# ---- regfile_wb_scheduler ----
regfile_wb_scheduler/final_placement.png
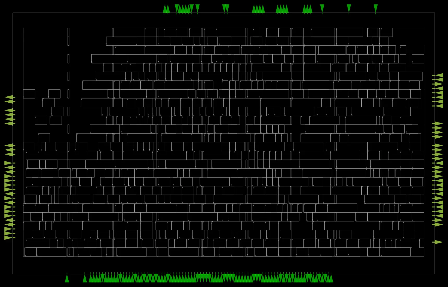
regfile_wb_scheduler/pins.png
Scale: 4 px per um. Pins as bars across the die edge, other pins in grey.
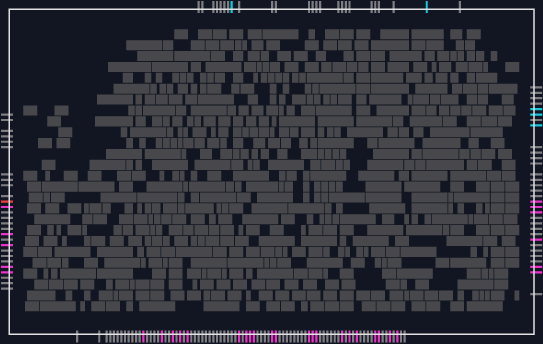
regfile_wb_scheduler/met2.png
Scale: 4 px per um.
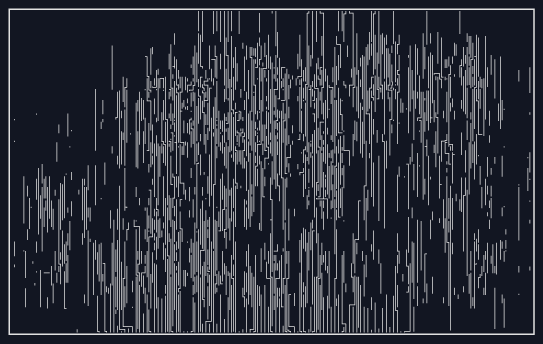
[src/rtl/cpu_pkg.sv]
// rtl/cpu_pkg.sv - shared constants and requester encoding for the writeback scheduler
package cpu_pkg;

    localparam int ADDR_W = 5;
    localparam int DATA_W = 32;
    localparam int NREG   = 32;

    localparam logic [ADDR_W-1:0] REG_ZERO = 5'd0;

    typedef enum logic {
        REQ_ALU = 1'b0,
        REQ_MEM = 1'b1
    } req_id_e;

endpackage

[src/rtl/wb_rr_arb2.sv]
// rtl/wb_rr_arb2.sv - two-requester round-robin arbiter for the register file write port
module wb_rr_arb2
    import cpu_pkg::*;
(
    input  logic       valid_alu_i,
    input  logic       valid_mem_i,
    input  logic       ptr_i,
    output logic [1:0] gnt_o,
    output logic       ptr_nxt_o
);

    // gnt_o[0] = ALU, gnt_o[1] = MEM; pointer only moves on contention
    always_comb begin
        gnt_o     = 2'b00;
        ptr_nxt_o = ptr_i;
        if (valid_alu_i && valid_mem_i) begin
            gnt_o     = (ptr_i == REQ_ALU) ? 2'b01 : 2'b10;
            ptr_nxt_o = ~ptr_i;
        end else if (valid_alu_i) begin
            gnt_o = 2'b01;
        end else if (valid_mem_i) begin
            gnt_o = 2'b10;
        end
    end

endmodule

[src/rtl/regfile_wb_scheduler.sv]
// rtl/regfile_wb_scheduler.sv - register file write port scheduler with pending-write scoreboard (optional WB_FORWARD_EN)
module regfile_wb_scheduler
    import cpu_pkg::*;
#(
    parameter int ADDR_W = cpu_pkg::ADDR_W,
    parameter int DATA_W = cpu_pkg::DATA_W,
    parameter int NREG   = cpu_pkg::NREG
) (
    input  logic              clk,
    input  logic              rst_n,
    input  logic              iss_valid,
    input  logic [ADDR_W-1:0] iss_rd,
    input  logic              alu_valid,
    output logic              alu_ready,
    input  logic [ADDR_W-1:0] alu_rd,
    input  logic [DATA_W-1:0] alu_data,
    input  logic              mem_valid,
    output logic              mem_ready,
    input  logic [ADDR_W-1:0] mem_rd,
    input  logic [DATA_W-1:0] mem_data,
    output logic              rf_we,
    output logic [ADDR_W-1:0] rf_waddr,
    output logic [DATA_W-1:0] rf_wdata,
    input  logic [ADDR_W-1:0] chk_rs1,
    input  logic [ADDR_W-1:0] chk_rs2,
    output logic              hazard,
`ifdef WB_FORWARD_EN
    output logic              fwd_hit1,
    output logic              fwd_hit2,
    output logic [DATA_W-1:0] fwd_data1,
    output logic [DATA_W-1:0] fwd_data2,
`endif
    output logic [NREG-1:0]   busy,
    output logic              err_dup
);

    logic              ptr_q, ptr_d;
    logic [1:0]        gnt;
    logic              wr_fire;
    logic [ADDR_W-1:0] wr_rd;
    logic [DATA_W-1:0] wr_data;
    logic              rf_we_q;
    logic [ADDR_W-1:0] rf_waddr_q;
    logic [DATA_W-1:0] rf_wdata_q;
    logic [NREG-1:0]   busy_q, busy_d;
    logic              err_dup_q, err_dup_d;
    logic              iss_live;
    logic              haz1, haz2;

    wb_rr_arb2 u_arb (
        .valid_alu_i (alu_valid),
        .valid_mem_i (mem_valid),
        .ptr_i       (ptr_q),
        .gnt_o       (gnt),
        .ptr_nxt_o   (ptr_d)
    );

    assign alu_ready = gnt[0];
    assign mem_ready = gnt[1];
    assign wr_fire   = |gnt;
    assign wr_rd     = gnt[1] ? mem_rd   : alu_rd;
    assign wr_data   = gnt[1] ? mem_data : alu_data;
    assign iss_live  = iss_valid && (iss_rd != REG_ZERO);

    // Scoreboard next state: clear on completed write, then set on issue so a new producer wins
    always_comb begin
        busy_d    = busy_q;
        err_dup_d = err_dup_q;
        if (rf_we_q) begin
            busy_d[rf_waddr_q] = 1'b0;
        end
        if (iss_live) begin
            // A register being retired this very cycle is no longer outstanding
            if (busy_q[iss_rd] && !(rf_we_q && rf_waddr_q == iss_rd)) begin
                err_dup_d = 1'b1;
            end
            busy_d[iss_rd] = 1'b1;
        end
        busy_d[0] = 1'b0;
    end

    // Registered write port, arbiter pointer and scoreboard state
    always_ff @(posedge clk or negedge rst_n) begin
        if (!rst_n) begin
            ptr_q      <= REQ_ALU;
            rf_we_q    <= 1'b0;
            rf_waddr_q <= '0;
            rf_wdata_q <= '0;
            busy_q     <= '0;
            err_dup_q  <= 1'b0;
        end else begin
            ptr_q     <= ptr_d;
            rf_we_q   <= wr_fire && (wr_rd != REG_ZERO);
            busy_q    <= busy_d;
            err_dup_q <= err_dup_d;
            // Writes to r0 are swallowed and leave the address/data outputs untouched
            if (wr_fire && (wr_rd != REG_ZERO)) begin
                rf_waddr_q <= wr_rd;
                rf_wdata_q <= wr_data;
            end
        end
    end

    assign rf_we    = rf_we_q;
    assign rf_waddr = rf_waddr_q;
    assign rf_wdata = rf_wdata_q;
    assign busy     = busy_q;
    assign err_dup  = err_dup_q;

    assign haz1 = (chk_rs1 != REG_ZERO) && busy_q[chk_rs1];
    assign haz2 = (chk_rs2 != REG_ZERO) && busy_q[chk_rs2];

`ifdef WB_FORWARD_EN
    // A source being written this cycle is served from the write port instead of stalling
    assign fwd_hit1  = rf_we_q && (rf_waddr_q == chk_rs1) && (chk_rs1 != REG_ZERO);
    assign fwd_hit2  = rf_we_q && (rf_waddr_q == chk_rs2) && (chk_rs2 != REG_ZERO);
    assign fwd_data1 = rf_wdata_q;
    assign fwd_data2 = rf_wdata_q;
    assign hazard    = (haz1 && !fwd_hit1) || (haz2 && !fwd_hit2);
`else
    assign hazard    = haz1 || haz2;
`endif

endmodule

[config.mk]
export PLATFORM = sky130hd
export DESIGN_NAME = regfile_wb_scheduler
export DESIGN_NICKNAME = d
export VERILOG_FILES = /design/src/rtl/cpu_pkg.sv /design/src/rtl/wb_rr_arb2.sv /design/src/rtl/regfile_wb_scheduler.sv
export SDC_FILE = /design/constraint.sdc
export NUM_CORES = 1
export LEC_CHECK = 0
export CAP_MARGIN = 20
export CORE_ASPECT_RATIO = 0.6
export CORE_MARGIN = 3
export CORE_UTILIZATION = 44
export DETAILED_ROUTE_END_ITERATION = 8
export HOLD_SLACK_MARGIN = 0.12
export PLACE_DENSITY = 0.88
export SLEW_MARGIN = 20
export SYNTH_ARGS = -nofsm -noshare
export SYNTH_HDL_FRONTEND = slang
export SYNTH_SLANG_ARGS = --single-unit
[constraint.sdc]
create_clock -name clk -period 2.46 [get_ports clk]
set_input_delay 0.492 -clock clk [delete_from_list [all_inputs] [get_ports clk]]
set_output_delay 0.492 -clock clk [all_outputs]
set_load 0.01 [all_outputs]
==> impl_results.rst <==
Metrics
=======

.. list-table::
   :header-rows: 1

   * - Metric
     - Value
   * - Result of the run
     - finished, violations left
   * - Violations in the final reports
     - negative setup slack
   * - Detailed Routing Iterations Pass 1
     - 5
   * - Arrival time worst endpoint
     - roughly 2 ns
   * - Min setup slack post-route
     - -0.0470 ns
   * - First-pass GRT wire length
     - around 23000 um
   * - Final setup violation count
     - 1
   * - Share of total power in combinational logic
     - roughly half
   * - Number of antenna violations at the first check in global routing
     - 1
   * - Power attributed to combinational cells
     - approximately 3.2 mW
   * - Biggest fanout along the worst timing path
     - 3
   * - Gr busiest metal
     - met2
   * - Most common library cells after synthesis
     - 71 x sky130_fd_sc_hd__dfrtp_1, 64 x sky130_fd_sc_hd__o21ai_0, 57 x sky130_fd_sc_hd__mux2i_1, 40 x sky130_fd_sc_hd__nor2_1, 35 x sky130_fd_sc_hd__a21oi_1
   * - Largest area contributor in the synthesized netlist
     - sky130_fd_sc_hd__dfrtp_1
   * - Worst supply voltage drop on vdd
     - between 0.5 and 0.6 mV
   * - Drt total wl
     - roughly 15000 um
   * - Critical-path cell with the highest stage delay
     - sky130_fd_sc_hd__mux4_1
   * - Insertion delay to the later sink of the worst-skew pair
     - 0.33 ns
   * - Buffer and inverter count on the worst path
     - 1
   * - Hold-fix buffer count after cts
     - 0
   * - Worst R2R End
     - err_dup
   * - Combined area of the multi-input logic cells
     - roughly 0.0022 sq mm
   * - Origin of the critical flop-to-flop path
     - busy[26]
About regfile_wb_scheduler/final_placement.png:
Cell Count, Final, Fillers Out: 732
Core Rows: 26

About regfile_wb_scheduler/pins.png:
Key: red = `alu_ready` [pins 1, direction output, edge west]; cyan = `chk_rs2` [pins 5, direction input, edge 3 east, 2 north]; magenta = `rf_wdata` [pins 32, direction output, edge 21 south, 6 east, 5 west]
All pins by edge: 84 south, 32 east, 27 west, 25 north.

About regfile_wb_scheduler/met2.png:
619 nets have wire on it. The layer holds 46% of the routed length. The longest straight run is 36.0 um.

[through the flow]
stage / hold WS [ns] / setup TNS [ns] / power [mW] / std cells / util, %
floorplan: 0.196 / 0 / 3.15 / 405 / -
global placement: 0.457 / -0.755 / 5.04 / 712 / 71.1
detailed placement: 0.488 / -0.895 / 5.15 / 712 / 71.1
CTS: 0.195 / -0.0623 / 6.44 / 731 / 74.9
global route: 0.200 / -0.0977 / 6.80 / 732 / 75.0
finish: 0.162 / -0.0470 / 6.50 / 732 / 75.0
[layout make-up]
| cell class | count | area share, % |
|---|---|---|
| multi-input cells | 300 | 33.0 |
| clock inverters | 6 | 0.949 |
| inverters | 8 | 0.456 |
| clock buffers | 9 | 3.42 |
| well taps | 112 | 2.13 |
| diodes | 1 | 0.0380 |
| flip-flops and latches | 71 | 27.0 |
| repair buffers | 225 | 33.0 |
[flip-flops by register name, summed over array words and instances, names as in the netlist]
signal and flops:
err_dup 1, busy 31, rf_wdata 32, rf_waddr 5, rf_we 1, ptr_q 1
[cell families after synthesis]
group | synth area share [%]
compound gates | 16.2
xor+xnor | 1.28
buf+inv | 4.14
flops | 43.2
mux | 22.9
other cells | 0.0912
simple gates | 12.2

# ---- slt_serial_flat ----
$ cat src/rtl/slt_serial_if.sv
// Request/result bundle for the bit-serial set-less-than unit.
// SLT_SERIAL_UNSIGNED_EN adds the is_unsigned request bit.
interface slt_serial_if #(
  parameter int n = 32
);
  logic         start;
  logic [n-1:0] r2;
  logic [n-1:0] r3;
  logic         busy;
  logic         done;
  logic [n-1:0] r1;
`ifdef SLT_SERIAL_UNSIGNED_EN
  logic         is_unsigned;

  modport master (output start, r2, r3, is_unsigned, input busy, done, r1);
  modport slave  (input start, r2, r3, is_unsigned, output busy, done, r1);
`else
  modport master (output start, r2, r3, input busy, done, r1);
  modport slave  (input start, r2, r3, output busy, done, r1);
`endif
endinterface

$ cat src/rtl/slt_serial.sv
// Bit-serial set-less-than: computes r2 - r3 LSB first, one bit per clock, and reports lt.
// Optional macro SLT_SERIAL_UNSIGNED_EN adds an unsigned (SLTU) mode selected per request.
module slt_serial #(
  parameter int n = 32
) (
  input  logic       clk,
  input  logic       rst_n,
  slt_serial_if.slave bus
);
  localparam int CW = $clog2(n);

  typedef enum logic [1:0] {IDLE, RUN, DONE} state_t;

  state_t         state_reg, state_next;
  logic [n-1:0]   a_reg, a_next;
  logic [n-1:0]   b_reg, b_next;
  logic           carry_reg, carry_next;
  logic [CW-1:0]  cnt_reg, cnt_next;
  logic [n-1:0]   r1_reg, r1_next;
  logic           a_bit, b_bit, d_bit, cout;
  logic           lt_signed, lt;
`ifdef SLT_SERIAL_UNSIGNED_EN
  logic           uns_reg, uns_next;
`endif

  // One full-adder slice of a + ~b + carry, i.e. a - b with carry-in 1 at bit 0.
  assign a_bit     = a_reg[0];
  assign b_bit     = ~b_reg[0];
  assign d_bit     = a_bit ^ b_bit ^ carry_reg;
  assign cout      = (a_bit & b_bit) | (a_bit & carry_reg) | (b_bit & carry_reg);
  // At the MSB, carry-in xor carry-out is the signed overflow flag.
  assign lt_signed = d_bit ^ (carry_reg ^ cout);
`ifdef SLT_SERIAL_UNSIGNED_EN
  assign lt        = uns_reg ? ~cout : lt_signed;
`else
  assign lt        = lt_signed;
`endif

  always_comb begin
    state_next = state_reg;
    a_next     = a_reg;
    b_next     = b_reg;
    carry_next = carry_reg;
    cnt_next   = cnt_reg;
    r1_next    = r1_reg;
`ifdef SLT_SERIAL_UNSIGNED_EN
    uns_next   = uns_reg;
`endif
    case (state_reg)
      IDLE: begin
        if (bus.start) begin
          a_next     = bus.r2;
          b_next     = bus.r3;
          carry_next = 1'b1;
          cnt_next   = '0;
`ifdef SLT_SERIAL_UNSIGNED_EN
          uns_next   = bus.is_unsigned;
`endif
          state_next = RUN;
        end
      end
      RUN: begin
        a_next     = a_reg >> 1;
        b_next     = b_reg >> 1;
        carry_next = cout;
        cnt_next   = cnt_reg + CW'(1);
        if (cnt_reg == CW'(n - 1)) begin
          r1_next    = {{(n-1){1'b0}}, lt};
          state_next = DONE;
        end
      end
      DONE:    state_next = IDLE;
      default: state_next = IDLE;
    endcase
  end

  always_ff @(posedge clk) begin
    if (!rst_n) begin
      state_reg <= IDLE;
      a_reg     <= '0;
      b_reg     <= '0;
      carry_reg <= 1'b1;
      cnt_reg   <= '0;
      r1_reg    <= '0;
`ifdef SLT_SERIAL_UNSIGNED_EN
      uns_reg   <= 1'b0;
`endif
    end else begin
      state_reg <= state_next;
      a_reg     <= a_next;
      b_reg     <= b_next;
      carry_reg <= carry_next;
      cnt_reg   <= cnt_next;
      r1_reg    <= r1_next;
`ifdef SLT_SERIAL_UNSIGNED_EN
      uns_reg   <= uns_next;
`endif
    end
  end

  assign bus.busy = (state_reg == RUN);
  assign bus.done = (state_reg == DONE);
  assign bus.r1   = r1_reg;
endmodule

$ cat src/flat_wrapper.sv
// flat-port wrapper written by rule: the top's interface ports become plain ports
module slt_serial_flat 
#(
  parameter int n = 32
)
  (clk, rst_n, bus_start, bus_r2, bus_r3, bus_busy, bus_done, bus_r1);
  slt_serial_if #(.n(n)) bus_i ();
  input  logic clk;
  input  logic rst_n;
  input wire logic [$bits(bus_i.start)-1:0] bus_start;
  input wire logic [$bits(bus_i.r2)-1:0] bus_r2;
  input wire logic [$bits(bus_i.r3)-1:0] bus_r3;
  output wire logic [$bits(bus_i.busy)-1:0] bus_busy;
  output wire logic [$bits(bus_i.done)-1:0] bus_done;
  output wire logic [$bits(bus_i.r1)-1:0] bus_r1;
  assign bus_i.start = bus_start;
  assign bus_i.r2 = bus_r2;
  assign bus_i.r3 = bus_r3;
  assign bus_busy = bus_i.busy;
  assign bus_done = bus_i.done;
  assign bus_r1 = bus_i.r1;
  slt_serial #(.n(n)) u_core (.clk(clk), .rst_n(rst_n), .bus(bus_i));
endmodule
$ cat config.mk
export PLATFORM = sky130hd
export DESIGN_NAME = slt_serial_flat
export DESIGN_NICKNAME = d
export VERILOG_FILES = /design/src/rtl/slt_serial_if.sv /design/src/rtl/slt_serial.sv /design/src/flat_wrapper.sv
export SDC_FILE = /design/constraint.sdc
export NUM_CORES = 1
export LEC_CHECK = 0
export CAP_MARGIN = 40
export CORE_MARGIN = 5
export CORE_UTILIZATION = 41
export CTS_BUF_LIST = sky130_fd_sc_hd__clkbuf_4
export DETAILED_ROUTE_END_ITERATION = 12
export DONT_BUFFER_PORTS = 1
export SYNTH_ARGS = -nofsm -noshare
export SYNTH_HDL_FRONTEND = slang
export SYNTH_SLANG_ARGS = --single-unit
export TNS_END_PERCENT = 30
$ cat constraint.sdc
create_clock -name clk -period 1.34 [get_ports clk]
set_input_delay 0.402 -clock clk [delete_from_list [all_inputs] [get_ports clk]]
set_output_delay 0.402 -clock clk [all_outputs]
set_load 0.02 [all_outputs]
slt_serial_flat/final_placement.png
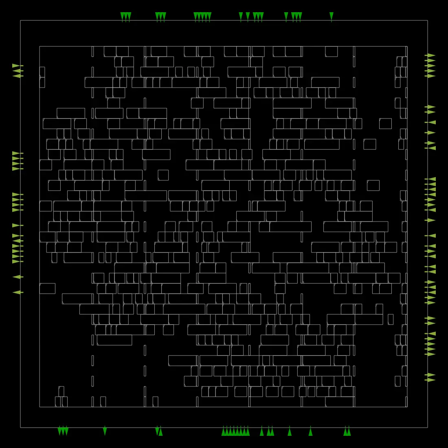
utilization of the core after routing: 46.3%
number of filler instances in the final layout: 890
Core Rows: 35
Cell Count, Final, Fillers Out: 562

slt_serial_flat/port_nets.png
Scale: 2 px per um.
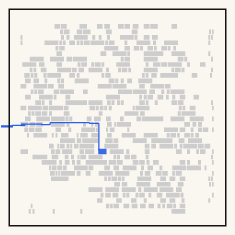
Key: blue = `bus_done` [bits 1, direction output, edge west, end cells 1, buffers 1, wire 62.0 um]

-- worst max-delay path by stage --
stage | to | slack [ns] | depth (start not counted)
2_1_floorplan | bus_done | 0.03 | 4
3_3_place_gp | u_core.cnt_reg[4] | 0.06 | 5
3_5_place_dp | u_core.cnt_reg[4] | 0.03 | 5
4_1_cts | bus_done | -0.24 | 4
5_1_grt | bus_done | -0.29 | 4
6_report | bus_done | -0.21 | 4
-- through the flow --
| step | worst slack [ns] | setup TNS (ns) | cell area (sq um) |
|---|---|---|---|
| 2_1_floorplan | 0.0308 | 0 | 4010 |
| 3_3_place_gp | 0.0587 | 0 | 3890 |
| 3_5_place_dp | 0.0295 | 0 | 3890 |
| 4_1_cts | -0.236 | -2.10 | 4170 |
| 5_1_grt | -0.291 | -4.83 | 4280 |
| 6_report | -0.213 | -2.84 | 4280 |
-- power by group --
part           switching (mW)  total (mW)  internal [mW]
clock network           0.771        1.92           1.15
registers               0.142        2.49           2.35
logic                   0.346       0.648          0.302
total                    1.26        5.06           3.80
-- layout make-up --
class,count,area share [%]
tap,129,3.78
multi-input combinational,313,49.8
timing repair buffer,24,6.50
clock buffer,10,1.76
sequential,73,34.4
clock inverter,5,3.01
inverter,8,0.761
==> impl_results.rst <==
Metrics
=======

.. list-table::
   :header-rows: 1

   * - Metric
     - Value
   * - Register Area
     - 0.00147 sq mm
   * - Number of storage elements in the synthesis netlist
     - approximately 73
   * - First-pass GRT wire length
     - between 10000 and 15000 um
   * - Insertion delay to the later sink of the worst-skew pair
     - between 0.4 and 0.5 ns
   * - Final number of max-transition violations
     - 0
   * - Antenna violation net count after detailed routing
     - 0
   * - Final setup violation count
     - 34
   * - Worst Path Required
     - 0.94 ns
   * - Ys flop type
     - sky130_fd_sc_hd__dfxtp_1
   * - Count of inserted antenna diode cells
     - 0
   * - Most frequent cells in the layout
     - 68 x sky130_fd_sc_hd__dfxtp_1, 63 x sky130_fd_sc_hd__a21oi_1, 58 x sky130_fd_sc_hd__o221ai_1, 40 x sky130_fd_sc_hd__or3b_1, 31 x sky130_fd_sc_hd__conb_1
   * - Met3 demand-to-capacity share in global routing
     - 5.10%
   * - Largest net degree at the start of global routing
     - approximately 120
   * - Hold violation total from the final report
     - 0
   * - Layout Area Growth over Synthesis
     - 9.70%
   * - Launching instance or port of the critical path
     - u_core.state_reg[1]
   * - Routed vias
     - around 3300
   * - Power per Cell Area
     - ~1200 mW/mm^2
   * - Adder Area Share
     - under 10%
   * - Post-layout period usage of the worst path
     - 116%
   * - Top Metal Used
     - met4
   * - Area reported by Yosys stat
     - 0.00390 sq mm
   * - Total Power
     - just over 5 mW
   * - Min setup slack post-route
     - -0.213 ns
   * - Critical-path cell with the highest stage delay
     - sky130_fd_sc_hd__dfxtp_4
   * - Class of the tightest hold or removal check
     - input port to flop
   * - Setup slack of the most critical reg-to-reg path
     - -0.16 ns
   * - Top-area cell type share of the netlist area
     - a little under two fifths
   * - Most common cell in the netlist
     - sky130_fd_sc_hd__dfxtp_1
   * - Biggest fanout along the worst timing path
     - 4
   * - Core area
     - between 0.009 and 0.01 sq mm
   * - Worst Setup Start Kind
     - flop
   * - Global routing usage on met1
     - a little over a fifth
   * - Result of the run
     - finished, violations left
   * - Violations in the final reports
     - negative setup slack
   * - Height of the die
     - ~110 um
   * - Asr flop ratio synth
     - 0%
   * - Post-detail-place hpwl
     - roughly 5700 um
   * - Net count, final
     - approximately 500
   * - Drt total wl
     - roughly 9400 um
   * - Hold-critical path depth
     - 1
   * - Clk sink count
     - approximately 73
   * - Number of cells in Yosys stat
     - 442
   * - Critical hold path startpoint
     - rst_n
   * - Resize count post-CTS
     - 36

# ---- mips_multicycle_ctrl_flat ----
mips_multicycle_ctrl_flat/port_nets.png
Scale: 4 px per um.
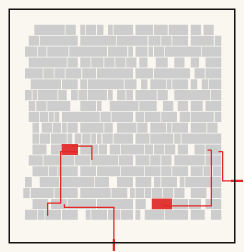
mips_multicycle_ctrl_flat/metal_stack.png
Scale: 4 px per um. Two of the layers only.
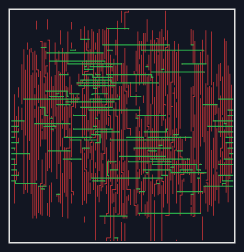
mips_multicycle_ctrl_flat/pins.png
Scale: 8 px per um. Pins as bars across the die edge, other pins in grey.
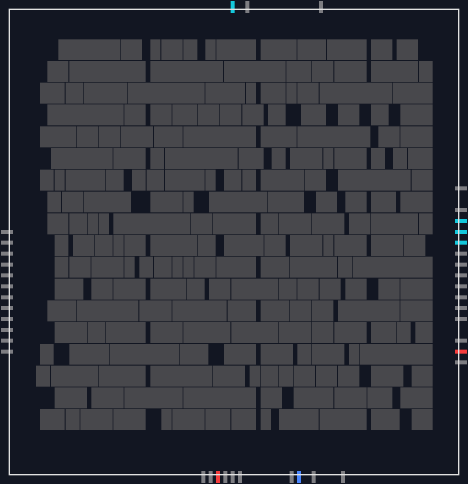
### src/rtl/mips_multicycle_ctrl_if.sv
// mips_multicycle_ctrl_if: instruction fields, memory handshake and datapath controls of the multi-cycle MIPS controller
interface mips_multicycle_ctrl_if;
    logic [5:0] opcode;
    logic [5:0] funct;
    logic       mem_ready;
    logic       pc_write;
    logic       pc_write_cond;
    logic       iord;
    logic       mem_read;
    logic       mem_write;
    logic       ir_write;
    logic [1:0] reg_dst;
    logic [1:0] mem_to_reg;
    logic       reg_write;
    logic       alu_src_a;
    logic [1:0] alu_src_b;
    logic [1:0] alu_op;
    logic [1:0] pc_source;
    logic       instr_done;
    logic       illegal;
    logic       bus_err;
    logic [3:0] state;
    modport master (
        input  opcode, funct, mem_ready,
        output pc_write, pc_write_cond, iord, mem_read, mem_write, ir_write, reg_dst, mem_to_reg,
               reg_write, alu_src_a, alu_src_b, alu_op, pc_source, instr_done, illegal, bus_err, state
    );
    modport slave (
        output opcode, funct, mem_ready,
        input  pc_write, pc_write_cond, iord, mem_read, mem_write, ir_write, reg_dst, mem_to_reg,
               reg_write, alu_src_a, alu_src_b, alu_op, pc_source, instr_done, illegal, bus_err, state
    );
endinterface

### src/rtl/mips_multicycle_ctrl.sv
// mips_multicycle_ctrl: main control FSM of the multi-cycle MIPS datapath with memory wait-timeout
module mips_multicycle_ctrl #(
    parameter int WAIT_LIMIT = 15,
    parameter int CNT_W      = 4
) (
    input logic clk,
    input logic rst,
    mips_multicycle_ctrl_if.master bus
);
    typedef enum logic [3:0] {
        FETCH = 4'd0, DECODE, MEM_ADDR, MEM_READ, MEM_WB, MEM_WRITE, R_EXEC, R_WB,
        BRANCH, IMM_EXEC, IMM_WB, JUMP, JR, ILLEGAL
    } state_t;
    localparam logic [CNT_W-1:0] LIM = CNT_W'(WAIT_LIMIT == 0 ? 0 : WAIT_LIMIT - 1);
    state_t st, nst;
    logic [CNT_W-1:0] cnt;
    logic waiting, timeout;
    logic [5:0] op;
    assign op      = bus.opcode;
    assign waiting = st inside {FETCH, MEM_READ, MEM_WRITE};
    assign timeout = waiting && WAIT_LIMIT != 0 && cnt == LIM && !bus.mem_ready;
    assign bus.state = st;
    // counter is zero outside wait states, so entry to a wait state always starts from zero
    always_ff @(posedge clk or posedge rst) begin
        if (rst) begin
            st  <= FETCH;
            cnt <= '0;
        end else begin
            st  <= nst;
            cnt <= (waiting && !bus.mem_ready && !timeout) ? cnt + CNT_W'(1) : '0;
        end
    end
    always_comb begin
        nst               = FETCH;
        bus.pc_write      = 1'b0;
        bus.pc_write_cond = 1'b0;
        bus.iord          = 1'b0;
        bus.mem_read      = 1'b0;
        bus.mem_write     = 1'b0;
        bus.ir_write      = 1'b0;
        bus.reg_dst       = 2'b00;
        bus.mem_to_reg    = 2'b00;
        bus.reg_write     = 1'b0;
        bus.alu_src_a     = 1'b0;
        bus.alu_src_b     = 2'b00;
        bus.alu_op        = 2'b00;
        bus.pc_source     = 2'b00;
        bus.instr_done    = 1'b0;
        bus.illegal       = 1'b0;
        bus.bus_err       = 1'b0;
        if (!rst) begin
            case (st)
                FETCH: begin
                    bus.mem_read  = 1'b1;
                    bus.alu_src_b = 2'b01;
                    bus.ir_write  = bus.mem_ready;
                    bus.pc_write  = bus.mem_ready;
                    bus.bus_err   = timeout;
                    nst           = bus.mem_ready ? DECODE : FETCH;
                end
                DECODE: begin
                    bus.alu_src_b = 2'b11;
                    nst = op == 6'b000000 ? (bus.funct == 6'b001000 ? JR : R_EXEC) :
                          (op == 6'b100011 || op == 6'b101011) ? MEM_ADDR :
                          op == 6'b000100 ? BRANCH :
                          (op == 6'b001000 || op == 6'b001100) ? IMM_EXEC :
                          (op == 6'b000010 || op == 6'b000011) ? JUMP : ILLEGAL;
                end
                MEM_ADDR: begin
                    bus.alu_src_a = 1'b1;
                    bus.alu_src_b = 2'b10;
                    nst           = op == 6'b101011 ? MEM_WRITE : MEM_READ;
                end
                MEM_READ: begin
                    bus.mem_read = 1'b1;
                    bus.iord     = 1'b1;
                    bus.bus_err  = timeout;
                    nst          = bus.mem_ready ? MEM_WB : timeout ? FETCH : MEM_READ;
                end
                MEM_WB: begin
                    bus.mem_to_reg = 2'b01;
                    bus.reg_write  = 1'b1;
                    bus.instr_done = 1'b1;
                end
                MEM_WRITE: begin
                    bus.mem_write  = 1'b1;
                    bus.iord       = 1'b1;
                    bus.instr_done = bus.mem_ready;
                    bus.bus_err    = timeout;
                    nst            = (bus.mem_ready || timeout) ? FETCH : MEM_WRITE;
                end
                R_EXEC: begin
                    bus.alu_src_a = 1'b1;
                    bus.alu_op    = 2'b10;
                    nst           = R_WB;
                end
                R_WB: begin
                    bus.reg_dst    = 2'b01;
                    bus.reg_write  = 1'b1;
                    bus.instr_done = 1'b1;
                end
                BRANCH: begin
                    bus.alu_src_a     = 1'b1;
                    bus.alu_op        = 2'b01;
                    bus.pc_write_cond = 1'b1;
                    bus.pc_source     = 2'b01;
                    bus.instr_done    = 1'b1;
                end
                IMM_EXEC: begin
                    bus.alu_src_a = 1'b1;
                    bus.alu_src_b = 2'b10;
                    bus.alu_op    = op == 6'b001100 ? 2'b11 : 2'b00;
                    nst           = IMM_WB;
                end
                IMM_WB: begin
                    bus.reg_write  = 1'b1;
                    bus.instr_done = 1'b1;
                end
                JUMP: begin
                    bus.pc_write   = 1'b1;
                    bus.pc_source  = 2'b10;
                    bus.instr_done = 1'b1;
                    bus.reg_write  = op == 6'b000011;
                    bus.reg_dst    = op == 6'b000011 ? 2'b10 : 2'b00;
                    bus.mem_to_reg = op == 6'b000011 ? 2'b10 : 2'b00;
                end
                JR: begin
                    bus.alu_src_a  = 1'b1;
                    bus.pc_write   = 1'b1;
                    bus.pc_source  = 2'b11;
                    bus.instr_done = 1'b1;
                end
                ILLEGAL: bus.illegal = 1'b1;
                default: nst = FETCH;
            endcase
        end
    end
endmodule

### src/flat_wrapper.sv
// flat-port wrapper written by rule: the top's interface ports become plain ports
module mips_multicycle_ctrl_flat 
#(
    parameter int WAIT_LIMIT = 15,
    parameter int CNT_W      = 4
)
  (clk, rst, bus_opcode, bus_funct, bus_mem_ready, bus_pc_write, bus_pc_write_cond, bus_iord, bus_mem_read, bus_mem_write, bus_ir_write, bus_reg_dst, bus_mem_to_reg, bus_reg_write, bus_alu_src_a, bus_alu_src_b, bus_alu_op, bus_pc_source, bus_instr_done, bus_illegal, bus_bus_err, bus_state);
  mips_multicycle_ctrl_if bus_i ();
  input logic clk;
  input logic rst;
  input wire logic [$bits(bus_i.opcode)-1:0] bus_opcode;
  input wire logic [$bits(bus_i.funct)-1:0] bus_funct;
  input wire logic [$bits(bus_i.mem_ready)-1:0] bus_mem_ready;
  output wire logic [$bits(bus_i.pc_write)-1:0] bus_pc_write;
  output wire logic [$bits(bus_i.pc_write_cond)-1:0] bus_pc_write_cond;
  output wire logic [$bits(bus_i.iord)-1:0] bus_iord;
  output wire logic [$bits(bus_i.mem_read)-1:0] bus_mem_read;
  output wire logic [$bits(bus_i.mem_write)-1:0] bus_mem_write;
  output wire logic [$bits(bus_i.ir_write)-1:0] bus_ir_write;
  output wire logic [$bits(bus_i.reg_dst)-1:0] bus_reg_dst;
  output wire logic [$bits(bus_i.mem_to_reg)-1:0] bus_mem_to_reg;
  output wire logic [$bits(bus_i.reg_write)-1:0] bus_reg_write;
  output wire logic [$bits(bus_i.alu_src_a)-1:0] bus_alu_src_a;
  output wire logic [$bits(bus_i.alu_src_b)-1:0] bus_alu_src_b;
  output wire logic [$bits(bus_i.alu_op)-1:0] bus_alu_op;
  output wire logic [$bits(bus_i.pc_source)-1:0] bus_pc_source;
  output wire logic [$bits(bus_i.instr_done)-1:0] bus_instr_done;
  output wire logic [$bits(bus_i.illegal)-1:0] bus_illegal;
  output wire logic [$bits(bus_i.bus_err)-1:0] bus_bus_err;
  output wire logic [$bits(bus_i.state)-1:0] bus_state;
  assign bus_i.opcode = bus_opcode;
  assign bus_i.funct = bus_funct;
  assign bus_i.mem_ready = bus_mem_ready;
  assign bus_pc_write = bus_i.pc_write;
  assign bus_pc_write_cond = bus_i.pc_write_cond;
  assign bus_iord = bus_i.iord;
  assign bus_mem_read = bus_i.mem_read;
  assign bus_mem_write = bus_i.mem_write;
  assign bus_ir_write = bus_i.ir_write;
  assign bus_reg_dst = bus_i.reg_dst;
  assign bus_mem_to_reg = bus_i.mem_to_reg;
  assign bus_reg_write = bus_i.reg_write;
  assign bus_alu_src_a = bus_i.alu_src_a;
  assign bus_alu_src_b = bus_i.alu_src_b;
  assign bus_alu_op = bus_i.alu_op;
  assign bus_pc_source = bus_i.pc_source;
  assign bus_instr_done = bus_i.instr_done;
  assign bus_illegal = bus_i.illegal;
  assign bus_bus_err = bus_i.bus_err;
  assign bus_state = bus_i.state;
  mips_multicycle_ctrl #(.WAIT_LIMIT(WAIT_LIMIT), .CNT_W(CNT_W)) u_core (.clk(clk), .rst(rst), .bus(bus_i));
endmodule
### config.mk
export PLATFORM = sky130hd
export DESIGN_NAME = mips_multicycle_ctrl_flat
export DESIGN_NICKNAME = d
export VERILOG_FILES = /design/src/rtl/mips_multicycle_ctrl_if.sv /design/src/rtl/mips_multicycle_ctrl.sv /design/src/flat_wrapper.sv
export SDC_FILE = /design/constraint.sdc
export NUM_CORES = 1
export LEC_CHECK = 0
export CAP_MARGIN = 25
export CORE_AREA = 3 3 53 55
export CTS_BUF_LIST = sky130_fd_sc_hd__clkbuf_8
export CTS_CLUSTER_SIZE = 28
export DETAILED_ROUTE_END_ITERATION = 10
export DIE_AREA = 0 0 56 58
export GPL_TIMING_DRIVEN = 0
export PLACE_DENSITY = 0.84
export SLEW_MARGIN = 0
export SYNTH_ARGS = -nofsm -noshare
export SYNTH_HDL_FRONTEND = slang
export SYNTH_SLANG_ARGS = --single-unit
### constraint.sdc
create_clock -name clk -period 1.5 [get_ports clk]
set_input_delay 0.375 -clock clk [delete_from_list [all_inputs] [get_ports clk]]
set_output_delay 0.375 -clock clk [all_outputs]
set_load 0.02 [all_outputs]
==> impl_results.rst <==
Metrics
=======

.. list-table::
   :header-rows: 1

   * - Metric
     - Value
   * - Core Rows
     - 18
   * - Post-synthesis instance area
     - roughly 910 sq um
   * - Switching power total
     - ~1.2 mW
   * - Biggest fanout along the worst timing path
     - 10
   * - Most common library cells after synthesis
     - 18 x sky130_fd_sc_hd__nor2_1, 8 x sky130_fd_sc_hd__a21oi_1, 8 x sky130_fd_sc_hd__clkbuf_1, 8 x sky130_fd_sc_hd__dfrtp_1
   * - Launching instance or port of the critical path
     - u_core.bus.state[0]
   * - Arrival time worst endpoint
     - approximately 1.7 ns
   * - Final number of max-transition violations
     - 0
   * - Clock transition at the registers of the reported paths
     - ~0.06 ns
   * - Overall overflow remaining after global route
     - 0
   * - Via count of the first global-routing pass
     - 1530
   * - Slew at the pin closest to its max-slew limit
     - approximately 0.42 ns
   * - Result of the run
     - finished, violations left
   * - Net count entering floorplan
     - 145
   * - Power per Cell Area
     - about 1100 mW/mm^2
   * - Min setup slack post-route
     - -0.584 ns
   * - Violations in the final reports
     - negative setup slack
   * - Wire length on met3
     - 574 um
   * - Post-detail-place hpwl
     - roughly 2500 um
   * - Dominant kind of combinational cell
     - simple AND/OR/NAND/NOR gates
   * - Final setup violation count
     - 28
   * - Avg Inst Size Synth
     - between 7 and 8 sq um
   * - Ys flop type
     - sky130_fd_sc_hd__dfrtp_1
   * - Area reported by Yosys stat
     - ~910 sq um
   * - First-pass GRT wire length
     - a little over 8000 um
   * - Post-route DRC violation count
     - 0
   * - Chip area
     - around 0.0032 sq mm
   * - Cell Count, Final, Fillers Out
     - between 200 and 250
   * - Drt total wl
     - 6680 um
   * - Worst R2R End
     - u_core.bus.state[2]
   * - Relative contribution of the clock network to total power
     - ~11%
   * - Worst Setup Start Kind
     - flop
   * - Leakage power total
     - ~0.97 nW
   * - Critical Path End
     - bus_bus_err
   * - Register area share after synthesis
     - a little over a fifth
   * - Total of warnings raised by yosys
     - 0
   * - GRT met2 Usage
     - between 60 and 70%
About mips_multicycle_ctrl_flat/port_nets.png:
Key: red = `bus_mem_to_reg` [bits 2, direction output, edge 1 east, 1 south, end cells 2, buffers 2, wire 91.2 um]

About mips_multicycle_ctrl_flat/metal_stack.png:
Key: red = met2 [wire length 3240 um]; green = met3 [wire length 575 um]

About mips_multicycle_ctrl_flat/pins.png:
Key: blue = `bus_pc_write_cond` [pins 1, direction output, edge south]; red = `bus_mem_to_reg` [pins 2, direction output, edge 1 east, 1 south]; cyan = `bus_state` [pins 4, direction output, edge 3 east, 1 north]
All pins by edge: 15 east, 12 west, 10 south, 3 north.

-- final cells by class --
type	count	area [sq um]
inverter	8	45.0
tap	30	37.5
fill	82	188
sequential	8	205
clock buffer	3	41.3
buffer	8	153
clock inverter	1	3.75
timing repair buffer	83	714
multi-input combinational	101	1040
-- sequential cells by signal (all words and copies together), names as in the netlist --
| signal | count |
|---|---|
| u_core.bus.state | 4 |
| u_core.cnt | 4 |
-- metrics by stage --
step | area [sq um] | hold WS [ns] | util [%] | setup TNS (ns)
after floorplan | 1170 | 0.408 | - | -2.47
after global placement | 1600 | 0.472 | 65.8 | -25.82
after detailed placement | 1600 | 0.479 | 65.8 | -26.83
after CTS | 2060 | 0.216 | 84.8 | -8.02
after global routing | 2240 | 0.228 | 92.3 | -10.80
final | 2240 | 0.227 | 92.3 | -9.80
-- repair_timing --
action / in CTS / in global routing
gates resized: 187 / 63
endpoints found under the setup margin: 33 / 29
buffers inserted: 30 / 16
pin swaps: 20 / 19
-- worst max-delay path, delay by kind of cell, from the launching register on --
family	cells	cell delay [ns]
DFF	1	0.46
and+or+nand+nor	3	0.45
buffers and inverters	2	0.38
AOI/OAI and AO/OA	1	0.17

# ---- crc_seq_ctrl ----
===== src/rtl/crc_pkg.sv =====
// rtl/crc_pkg.sv - shared defaults and state type for the CRC sequencer
package crc_pkg;

    localparam int WCODE_DEF = 4;
    localparam int WPOLY_DEF = 4;
    localparam int WLEN_DEF  = 4;

    typedef enum logic [1:0] {
        ST_IDLE = 2'd0,
        ST_RUN  = 2'd1,
        ST_DONE = 2'd2
    } state_t;

endpackage


===== src/rtl/crc_eval.sv =====
// rtl/crc_eval.sv - combinational remainder of (data * x^(WPOLY-1) + crc_in * x^WCODE) mod poly
module crc_eval #(
    parameter int WCODE = 4,
    parameter int WPOLY = 4
) (
    input  logic [WCODE-1:0] data,
    input  logic [WPOLY-1:0] poly,
    input  logic [WPOLY-2:0] crc_in,
    output logic [WPOLY-2:0] crc
);

    logic [WPOLY-1:0] acc;
    logic [WPOLY-2:0] r;

    // One long-division step per data bit, MSB first; leading poly term clears the top bit.
    always_comb begin
        r   = crc_in;
        acc = '0;
        for (int i = WCODE - 1; i >= 0; i--) begin
            acc            = {r, 1'b0};
            acc[WPOLY-1]   = acc[WPOLY-1] ^ data[i];
            if (acc[WPOLY-1]) begin
                acc = acc ^ poly;
            end
            r = acc[WPOLY-2:0];
        end
        crc = r;
    end

endmodule


===== src/rtl/crc_seq_ctrl.sv =====
// rtl/crc_seq_ctrl.sv - sequences a multi-word message through crc_eval, one word per cycle
module crc_seq_ctrl
    import crc_pkg::*;
#(
    parameter int WCODE = WCODE_DEF,
    parameter int WPOLY = WPOLY_DEF,
    parameter int WLEN  = WLEN_DEF
) (
    input  logic             i_clk,
    input  logic             i_rst_n,
    input  logic             i_start,
    input  logic [WLEN-1:0]  i_len,
    input  logic [WPOLY-1:0] i_poly,
    input  logic [WPOLY-2:0] i_ref,
    input  logic [WCODE-1:0] i_data,
    input  logic             i_valid,
    output logic             o_ready,
    output logic             o_busy,
    output logic             o_done,
    output logic [WPOLY-2:0] o_crc,
    output logic             o_match
);

    state_t           state;
    state_t           state_next;
    logic [WLEN-1:0]  cnt;
    logic [WPOLY-1:0] poly_q;
    logic [WPOLY-2:0] ref_q;
    logic [WPOLY-2:0] rem;
    logic [WPOLY-2:0] rem_next;
    logic [WPOLY-2:0] crc_q;
    logic             match_q;
    logic [WCODE-1:0] word_in;
    logic             start_ok;
    logic             accept;
    logic             last_word;

    assign start_ok  = (state == ST_IDLE) && i_start;
    assign accept    = (state == ST_RUN) && i_valid;
    assign last_word = accept && (cnt == WLEN'(1));

    // Running remainder is folded into the top of the incoming word.
    assign word_in = i_data ^ (WCODE'(rem) << (WCODE - WPOLY + 1));

    crc_eval #(
        .WCODE(WCODE),
        .WPOLY(WPOLY)
    ) u_crc_eval (
        .data   (word_in),
        .poly   (poly_q),
        .crc_in ('0),
        .crc    (rem_next)
    );

    always_ff @(posedge i_clk or negedge i_rst_n) begin
        if (!i_rst_n) begin
            state <= ST_IDLE;
        end else begin
            state <= state_next;
        end
    end

    always_comb begin
        state_next = state;
        case (state)
            ST_IDLE: begin
                if (i_start) begin
                    state_next = (i_len == '0) ? ST_DONE : ST_RUN;
                end
            end
            ST_RUN: begin
                if (last_word) begin
                    state_next = ST_DONE;
                end
            end
            ST_DONE: state_next = ST_IDLE;
            default: state_next = ST_IDLE;
        endcase
    end

    // Result registers load on entry to DONE so they are valid while o_done is high.
    always_ff @(posedge i_clk or negedge i_rst_n) begin
        if (!i_rst_n) begin
            cnt     <= '0;
            poly_q  <= '0;
            ref_q   <= '0;
            rem     <= '0;
            crc_q   <= '0;
            match_q <= 1'b0;
        end else if (start_ok) begin
            cnt    <= i_len;
            poly_q <= i_poly;
            ref_q  <= i_ref;
            rem    <= '0;
            if (i_len == '0) begin
                crc_q   <= '0;
                match_q <= (i_ref == '0);
            end
        end else if (accept) begin
            cnt <= cnt - WLEN'(1);
            rem <= rem_next;
            if (last_word) begin
                crc_q   <= rem_next;
                match_q <= (rem_next == ref_q);
            end
        end
    end

    assign o_ready = (state == ST_RUN);
    assign o_busy  = (state != ST_IDLE);
    assign o_done  = (state == ST_DONE);
    assign o_crc   = crc_q;
    assign o_match = match_q;

endmodule


===== config.mk =====
export PLATFORM = sky130hd
export DESIGN_NAME = crc_seq_ctrl
export DESIGN_NICKNAME = d
export VERILOG_FILES = /design/src/rtl/crc_pkg.sv /design/src/rtl/crc_eval.sv /design/src/rtl/crc_seq_ctrl.sv
export SDC_FILE = /design/constraint.sdc
export NUM_CORES = 1
export LEC_CHECK = 0
export CAP_MARGIN = 20
export CELL_PAD_IN_SITES_DETAIL_PLACEMENT = 0
export CELL_PAD_IN_SITES_GLOBAL_PLACEMENT = 2
export CORE_MARGIN = 2
export CORE_UTILIZATION = 29
export DETAILED_ROUTE_END_ITERATION = 8
export GPL_TIMING_DRIVEN = 0
export PLACE_DENSITY_LB_ADDON = 0.1
export SETUP_SLACK_MARGIN = 0.3
export SYNTH_ARGS = -nofsm -noshare
export SYNTH_HDL_FRONTEND = slang
export SYNTH_HIERARCHICAL = 1
export SYNTH_SLANG_ARGS = --single-unit

===== constraint.sdc =====
create_clock -name i_clk -period 2.85 [get_ports i_clk]
set_input_delay 0.57 -clock i_clk [delete_from_list [all_inputs] [get_ports i_clk]]
set_output_delay 0.57 -clock i_clk [all_outputs]
set_load 0.05 [all_outputs]

crc_seq_ctrl/met2.png
Scale: 6 px per um.
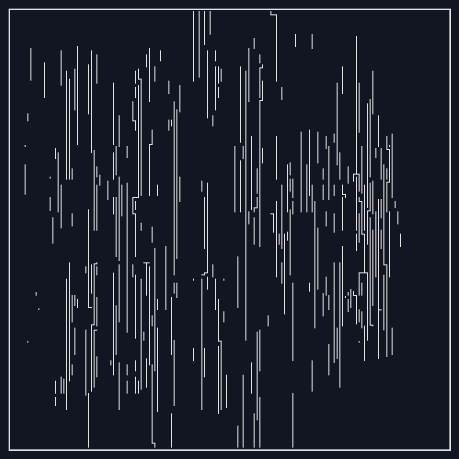
The layer carries 1820 um of wire. The layer holds 52% of the routed length. The wires run mostly vertical.

==> impl_results.rst <==
Metrics
=======

.. list-table::
   :header-rows: 1

   * - Metric
     - Value
   * - Origin of the critical flop-to-flop path
     - rem[2]
   * - Number of cell instances on the worst register-to-register path
     - 11
   * - Inverter tally of the final layout excluding the clock network
     - 6
   * - Number of port buffers
     - 24
   * - Dominant logic cell type in the layout
     - sky130_fd_sc_hd__clkdlybuf4s50_1
   * - Length of routed met2 wiring
     - between 1500 and 2000 um
   * - Buffers, non-clock
     - between 40 and 50
   * - Signal buffers share of area
     - a little under a fifth
   * - Total of warnings raised by yosys
     - 6
   * - Final setup violation count
     - 0
   * - Resize count post-CTS
     - 26
   * - Fraction of layout instances using a drive strength above 1
     - between 30% and 40%
   * - Avg Inst Size Synth
     - 10.0 sq um
   * - Boundary pin count
     - 26
   * - Per-cell routed wire length
     - 14.8 um
   * - Post-synthesis instance area
     - approximately 0.0014 sq mm
   * - GRT met2 Usage
     - around a quarter
   * - Post-detail-place hpwl
     - 2560 um
   * - Num CTS Buffers
     - 3
   * - Antenna violation net count after detailed routing
     - 0
   * - Worst Path Required
     - around 3.0 ns
   * - Critical hold path startpoint
     - poly_q[2]
   * - Worst supply voltage drop on vdd
     - about 0.46 mV
   * - Fp_density
     - between 20% and 30%
   * - Slew at the pin closest to its max-slew limit
     - 0.882 ns
   * - Final number of max-transition violations
     - 0
   * - Launching instance or port of the critical path
     - rem[2]
   * - Arrival time worst endpoint
     - ~2.8 ns
   * - Result of the run
     - complete, no violations
   * - Sequential share of cell area
     - 24.2%
   * - Fraction of standard cell area in multi-input logic
     - between 50% and 60%
   * - Net count, final
     - between 200 and 250
   * - Leading cell category by total area
     - logic gates
crc_seq_ctrl/pins.png
Scale: 6 px per um. Pins as bars across the die edge, other pins in grey.
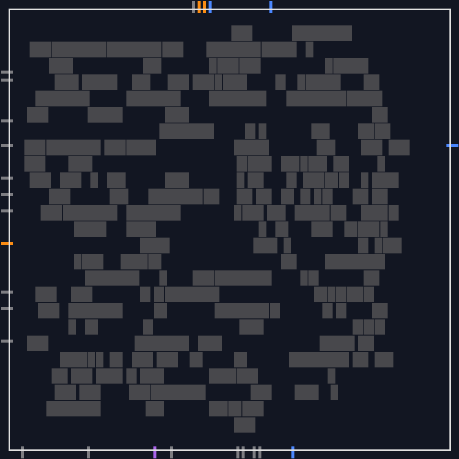
Key: orange = `o_crc` [pins 3, direction output, edge 2 north, 1 west]; blue = `i_data` [pins 4, direction input, edge 2 north, 1 east, 1 south]; purple = `i_valid` [pins 1, direction input, edge south]

path summary, 6_finish.rpt:
check                       endpoint  slack, ns
setup / recovery             o_match       0.21
hold / removal             poly_q[2]       0.50
setup reg to reg             o_match       0.21
hold reg to reg            poly_q[2]       0.50
max in group asynchronous     rem[2]       1.43
min in group asynchronous   ref_q[0]       0.81
sequential cells by signal, summed over array words and instances, names as in the netlist:
name     flops
cnt          4
o_crc        3
o_match      1
poly_q       3
ref_q        3
rem          3
state        2
through the flow:
stage	std cells	setup WS (ns)	utilization (%)	power (mW)
floorplan	143	0.429	-	1.54
global placement	221	-0.797	36.9	1.87
detailed placement	221	-0.843	36.9	1.88
CTS	235	0.110	41.4	2.37
global route	237	0.0903	42.4	2.63
finish	237	0.207	42.4	2.44
power by group:
| group | internal, mW | total (mW) | leakage (nW) | switching (mW) |
|---|---|---|---|---|
| combinational | 0.848 | 1.75 | 0.574 | 0.905 |
| sequential | 0.394 | 0.503 | 0.231 | 0.109 |
| clock | 0.0971 | 0.189 | 0.0255 | 0.0917 |
| total | 1.34 | 2.44 | 0.830 | 1.11 |

# ---- serial_addsub ----
File: src/rtl/serial_addsub.sv
// Bit-serial adder/subtractor: one SLICE-bit ripple slice reused over WIDTH/SLICE cycles,
// with start/done handshake and registered carry/overflow flags.
module serial_addsub #(
  parameter int WIDTH = 8,
  parameter int SLICE = 1
) (
  input  logic             clk,
  input  logic             rst_n,
  input  logic             start,
  input  logic             sub,
  input  logic [WIDTH-1:0] a,
  input  logic [WIDTH-1:0] b,
  output logic             busy,
  output logic             done,
  output logic [WIDTH-1:0] result,
  output logic             cout,
  output logic             ovf
);

  localparam int K  = WIDTH / SLICE;
  localparam int CW = (K > 1) ? $clog2(K) : 1;
  localparam logic [CW-1:0] LAST = CW'(K - 1);

  typedef enum logic [1:0] {IDLE, RUN, DONE} state_e;

  state_e           state_q, state_d;
  logic [WIDTH-1:0] a_q, a_d;
  logic [WIDTH-1:0] b_q, b_d;
  logic             carry_q, carry_d;
  logic [CW-1:0]    count_q, count_d;
  logic [WIDTH-1:0] result_q, result_d;
  logic             cout_q, cout_d;
  logic             ovf_q, ovf_d;
  logic             busy_q, busy_d;
  logic             done_q, done_d;

  logic [SLICE-1:0]       slice_sum;
  logic                   slice_cout;
  logic                   slice_cin_top;
  logic                   rip_c;
  logic [WIDTH+SLICE-1:0] res_cat;

  // Ripple across the slice; slice_cin_top keeps the carry into the slice's top bit,
  // which on the last cycle is the carry into the result MSB.
  always_comb begin
    rip_c         = carry_q;
    slice_cin_top = carry_q;
    slice_sum     = '0;
    for (int unsigned i = 0; i < SLICE; i++) begin
      slice_cin_top = rip_c;
      slice_sum[i]  = a_q[i] ^ b_q[i] ^ rip_c;
      rip_c         = (a_q[i] & b_q[i]) | (rip_c & (a_q[i] ^ b_q[i]));
    end
    slice_cout = rip_c;
    res_cat    = {slice_sum, result_q} >> SLICE;
  end

  always_comb begin
    state_d  = state_q;
    a_d      = a_q;
    b_d      = b_q;
    carry_d  = carry_q;
    count_d  = count_q;
    result_d = result_q;
    cout_d   = cout_q;
    ovf_d    = ovf_q;
    busy_d   = 1'b0;
    done_d   = 1'b0;
    case (state_q)
      IDLE, DONE: begin
        if (start) begin
          a_d      = a;
          b_d      = b ^ {WIDTH{sub}};
          carry_d  = sub;
          count_d  = '0;
          result_d = '0;
          cout_d   = 1'b0;
          ovf_d    = 1'b0;
          busy_d   = 1'b1;
          state_d  = RUN;
        end else begin
          state_d = IDLE;
        end
      end
      RUN: begin
        a_d      = a_q >> SLICE;
        b_d      = b_q >> SLICE;
        result_d = res_cat[WIDTH-1:0];
        carry_d  = slice_cout;
        count_d  = count_q + CW'(1);
        if (count_q == LAST) begin
          cout_d  = slice_cout;
          ovf_d   = slice_cin_top ^ slice_cout;
          done_d  = 1'b1;
          state_d = DONE;
        end else begin
          busy_d = 1'b1;
        end
      end
      default: state_d = IDLE;
    endcase
  end

  always_ff @(posedge clk or negedge rst_n) begin
    if (!rst_n) begin
      state_q  <= IDLE;
      a_q      <= '0;
      b_q      <= '0;
      carry_q  <= 1'b0;
      count_q  <= '0;
      result_q <= '0;
      cout_q   <= 1'b0;
      ovf_q    <= 1'b0;
      busy_q   <= 1'b0;
      done_q   <= 1'b0;
    end else begin
      state_q  <= state_d;
      a_q      <= a_d;
      b_q      <= b_d;
      carry_q  <= carry_d;
      count_q  <= count_d;
      result_q <= result_d;
      cout_q   <= cout_d;
      ovf_q    <= ovf_d;
      busy_q   <= busy_d;
      done_q   <= done_d;
    end
  end

  assign busy   = busy_q;
  assign done   = done_q;
  assign result = result_q;
  assign cout   = cout_q;
  assign ovf    = ovf_q;

endmodule

File: config.mk
export PLATFORM = sky130hd
export DESIGN_NAME = serial_addsub
export DESIGN_NICKNAME = d
export VERILOG_FILES = /design/src/rtl/serial_addsub.sv
export SDC_FILE = /design/constraint.sdc
export NUM_CORES = 1
export LEC_CHECK = 0
export ABC_CLOCK_PERIOD_IN_PS = 2120
export CAP_MARGIN = 20
export CORE_MARGIN = 3
export CORE_UTILIZATION = 50
export DETAILED_ROUTE_END_ITERATION = 8
export DONT_BUFFER_PORTS = 1
export GPL_TIMING_DRIVEN = 1
export SLEW_MARGIN = 30
export SYNTH_ARGS = -nofsm -noshare
export SYNTH_HDL_FRONTEND = slang
export SYNTH_SLANG_ARGS = --single-unit
File: constraint.sdc
create_clock -name clk -period 2.12 [get_ports clk]
set_input_delay 0.424 -clock clk [delete_from_list [all_inputs] [get_ports clk]]
set_output_delay 0.424 -clock clk [all_outputs]
set_load 0.01 [all_outputs]
==> impl_results.rst <==
Metrics
=======

.. list-table::
   :header-rows: 1

   * - Metric
     - Value
   * - Clock Tree Buf Depth
     - 2
   * - Via count of the first global-routing pass
     - 914
   * - Endpoint of the worst hold path
     - a_q[7]
   * - Avg Inst Size Synth
     - 13.1 sq um
   * - Per-cell routed wire length
     - 17.5 um
   * - Num CTS Buffers
     - 5
   * - Post-detail-place hpwl
     - between 1500 and 2000 um
   * - Critical-path cell with the highest stage delay
     - sky130_fd_sc_hd__dfrtp_1
   * - Class of the tightest hold or removal check
     - input port to flop
   * - Result of the run
     - complete, no violations
   * - XOR Share, Synth
     - under 10%
   * - Origin of the critical flop-to-flop path
     - state_q[0]
   * - Final setup TNS
     - 0 ns
   * - Gate count of the mapped netlist
     - roughly 110
   * - Utilization of the core after routing
     - 59.4%
   * - Dominant logic cell type in the layout
     - sky130_fd_sc_hd__dfrtp_1
   * - Placed cells
     - 136
   * - Number of port buffers
     - 0
   * - Post-layout period usage of the worst path
     - between 60 and 70%
   * - Area reported by Yosys stat
     - about 0.0015 sq mm
   * - Arrival time worst endpoint
     - 1.66 ns
   * - Critical path class
     - flop to flop
   * - Leakage power total
     - approximately 0.78 nW
   * - Buffer and inverter count on the worst path
     - 0
## power by group
group	total (mW)	switching [mW]	internal [mW]	leakage, nW
sequential	1.18	0.243	0.936	0.432
clock	0.458	0.208	0.250	0.0395
combinational	0.869	0.417	0.452	0.308
## layout make-up
type,count,area [sq um]
fillers,233,1070
flip-flops and latches,34,851
multi-input cells,67,546
clock buffers,7,45.0
repair buffers,4,45.0
well taps,30,37.5
clock inverters,1,30.0
inverters,3,11.3
## cell families after synthesis
kind of cell	Yosys count
adders and majority gates	3
muxes	1
xor gates and xnor gates	9
buffers and inverters	11
and+or+nand+nor	16
DFF	34
AOI/OAI and AO/OA	38
## what timing repair did
action | 4_1_cts | 5_1_grt
resized | 0 | 0
hold buffers | 2 | 0
endpoints found under the hold margin | 34 | 0
setup endpoints to repair | 0 | 0
## flip-flops by register name (all words and copies together) (netlist names)
| name | flops |
|---|---|
| a_q | 8 |
| b_q | 8 |
| result | 8 |
| count_q | 3 |
| state_q | 2 |
| busy | 1 |
| carry_q | 1 |
| cout | 1 |
| done | 1 |
| ovf | 1 |
## metal layers
metal	up-vias	wire (um)
li1	414	-
met1	442	1200
met2	26	1180
met3	5	136
met4	0	33
met5	-	0
serial_addsub/pins.png
Scale: 8 px per um. Pins as bars across the die edge, other pins in grey.
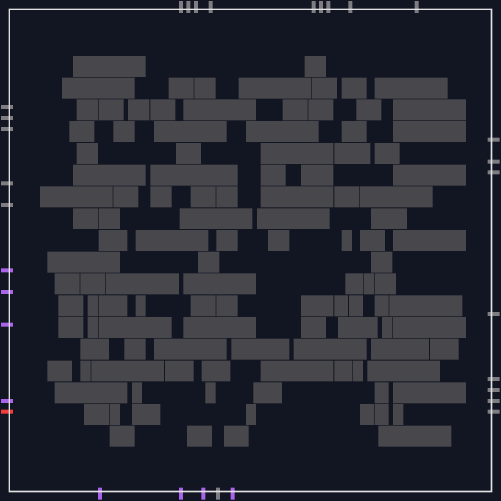
Key: purple = `b` [pins 8, direction input, edge 4 south, 4 west]; red = `sub` [pins 1, direction input, edge west]
All pins by edge: 10 west, 9 north, 8 east, 5 south.

serial_addsub/final_placement.png
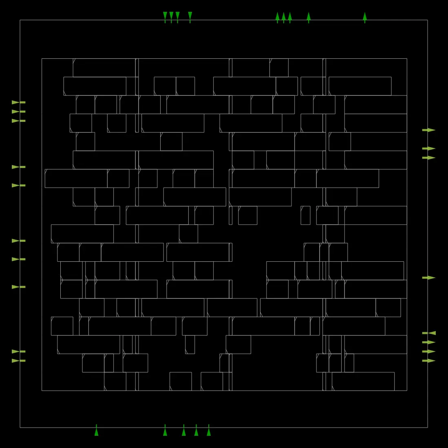
tap cells: 30
Flop Count: 34



==> notes/layouts.md <==
Pictures saved along the way, in no particular order.

Port wiring.
Plate I
Scale: 4 px per um.
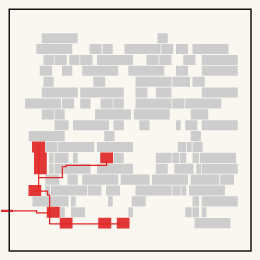
Plate II
Scale: 4 px per um.
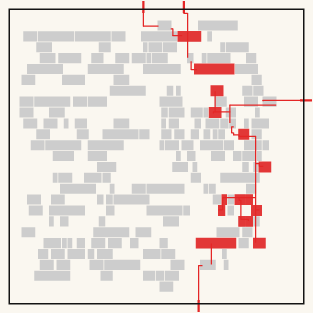
Plate III
Scale: 3 px per um.
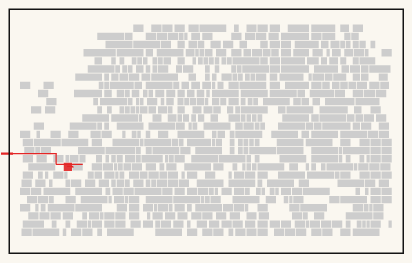
serial_addsub: Plate I
crc_seq_ctrl: Plate II
regfile_wb_scheduler: Plate III
Of these, smallest die: Plate I
Of these, largest die: Plate III

Power and IR drop assume default switching activity.
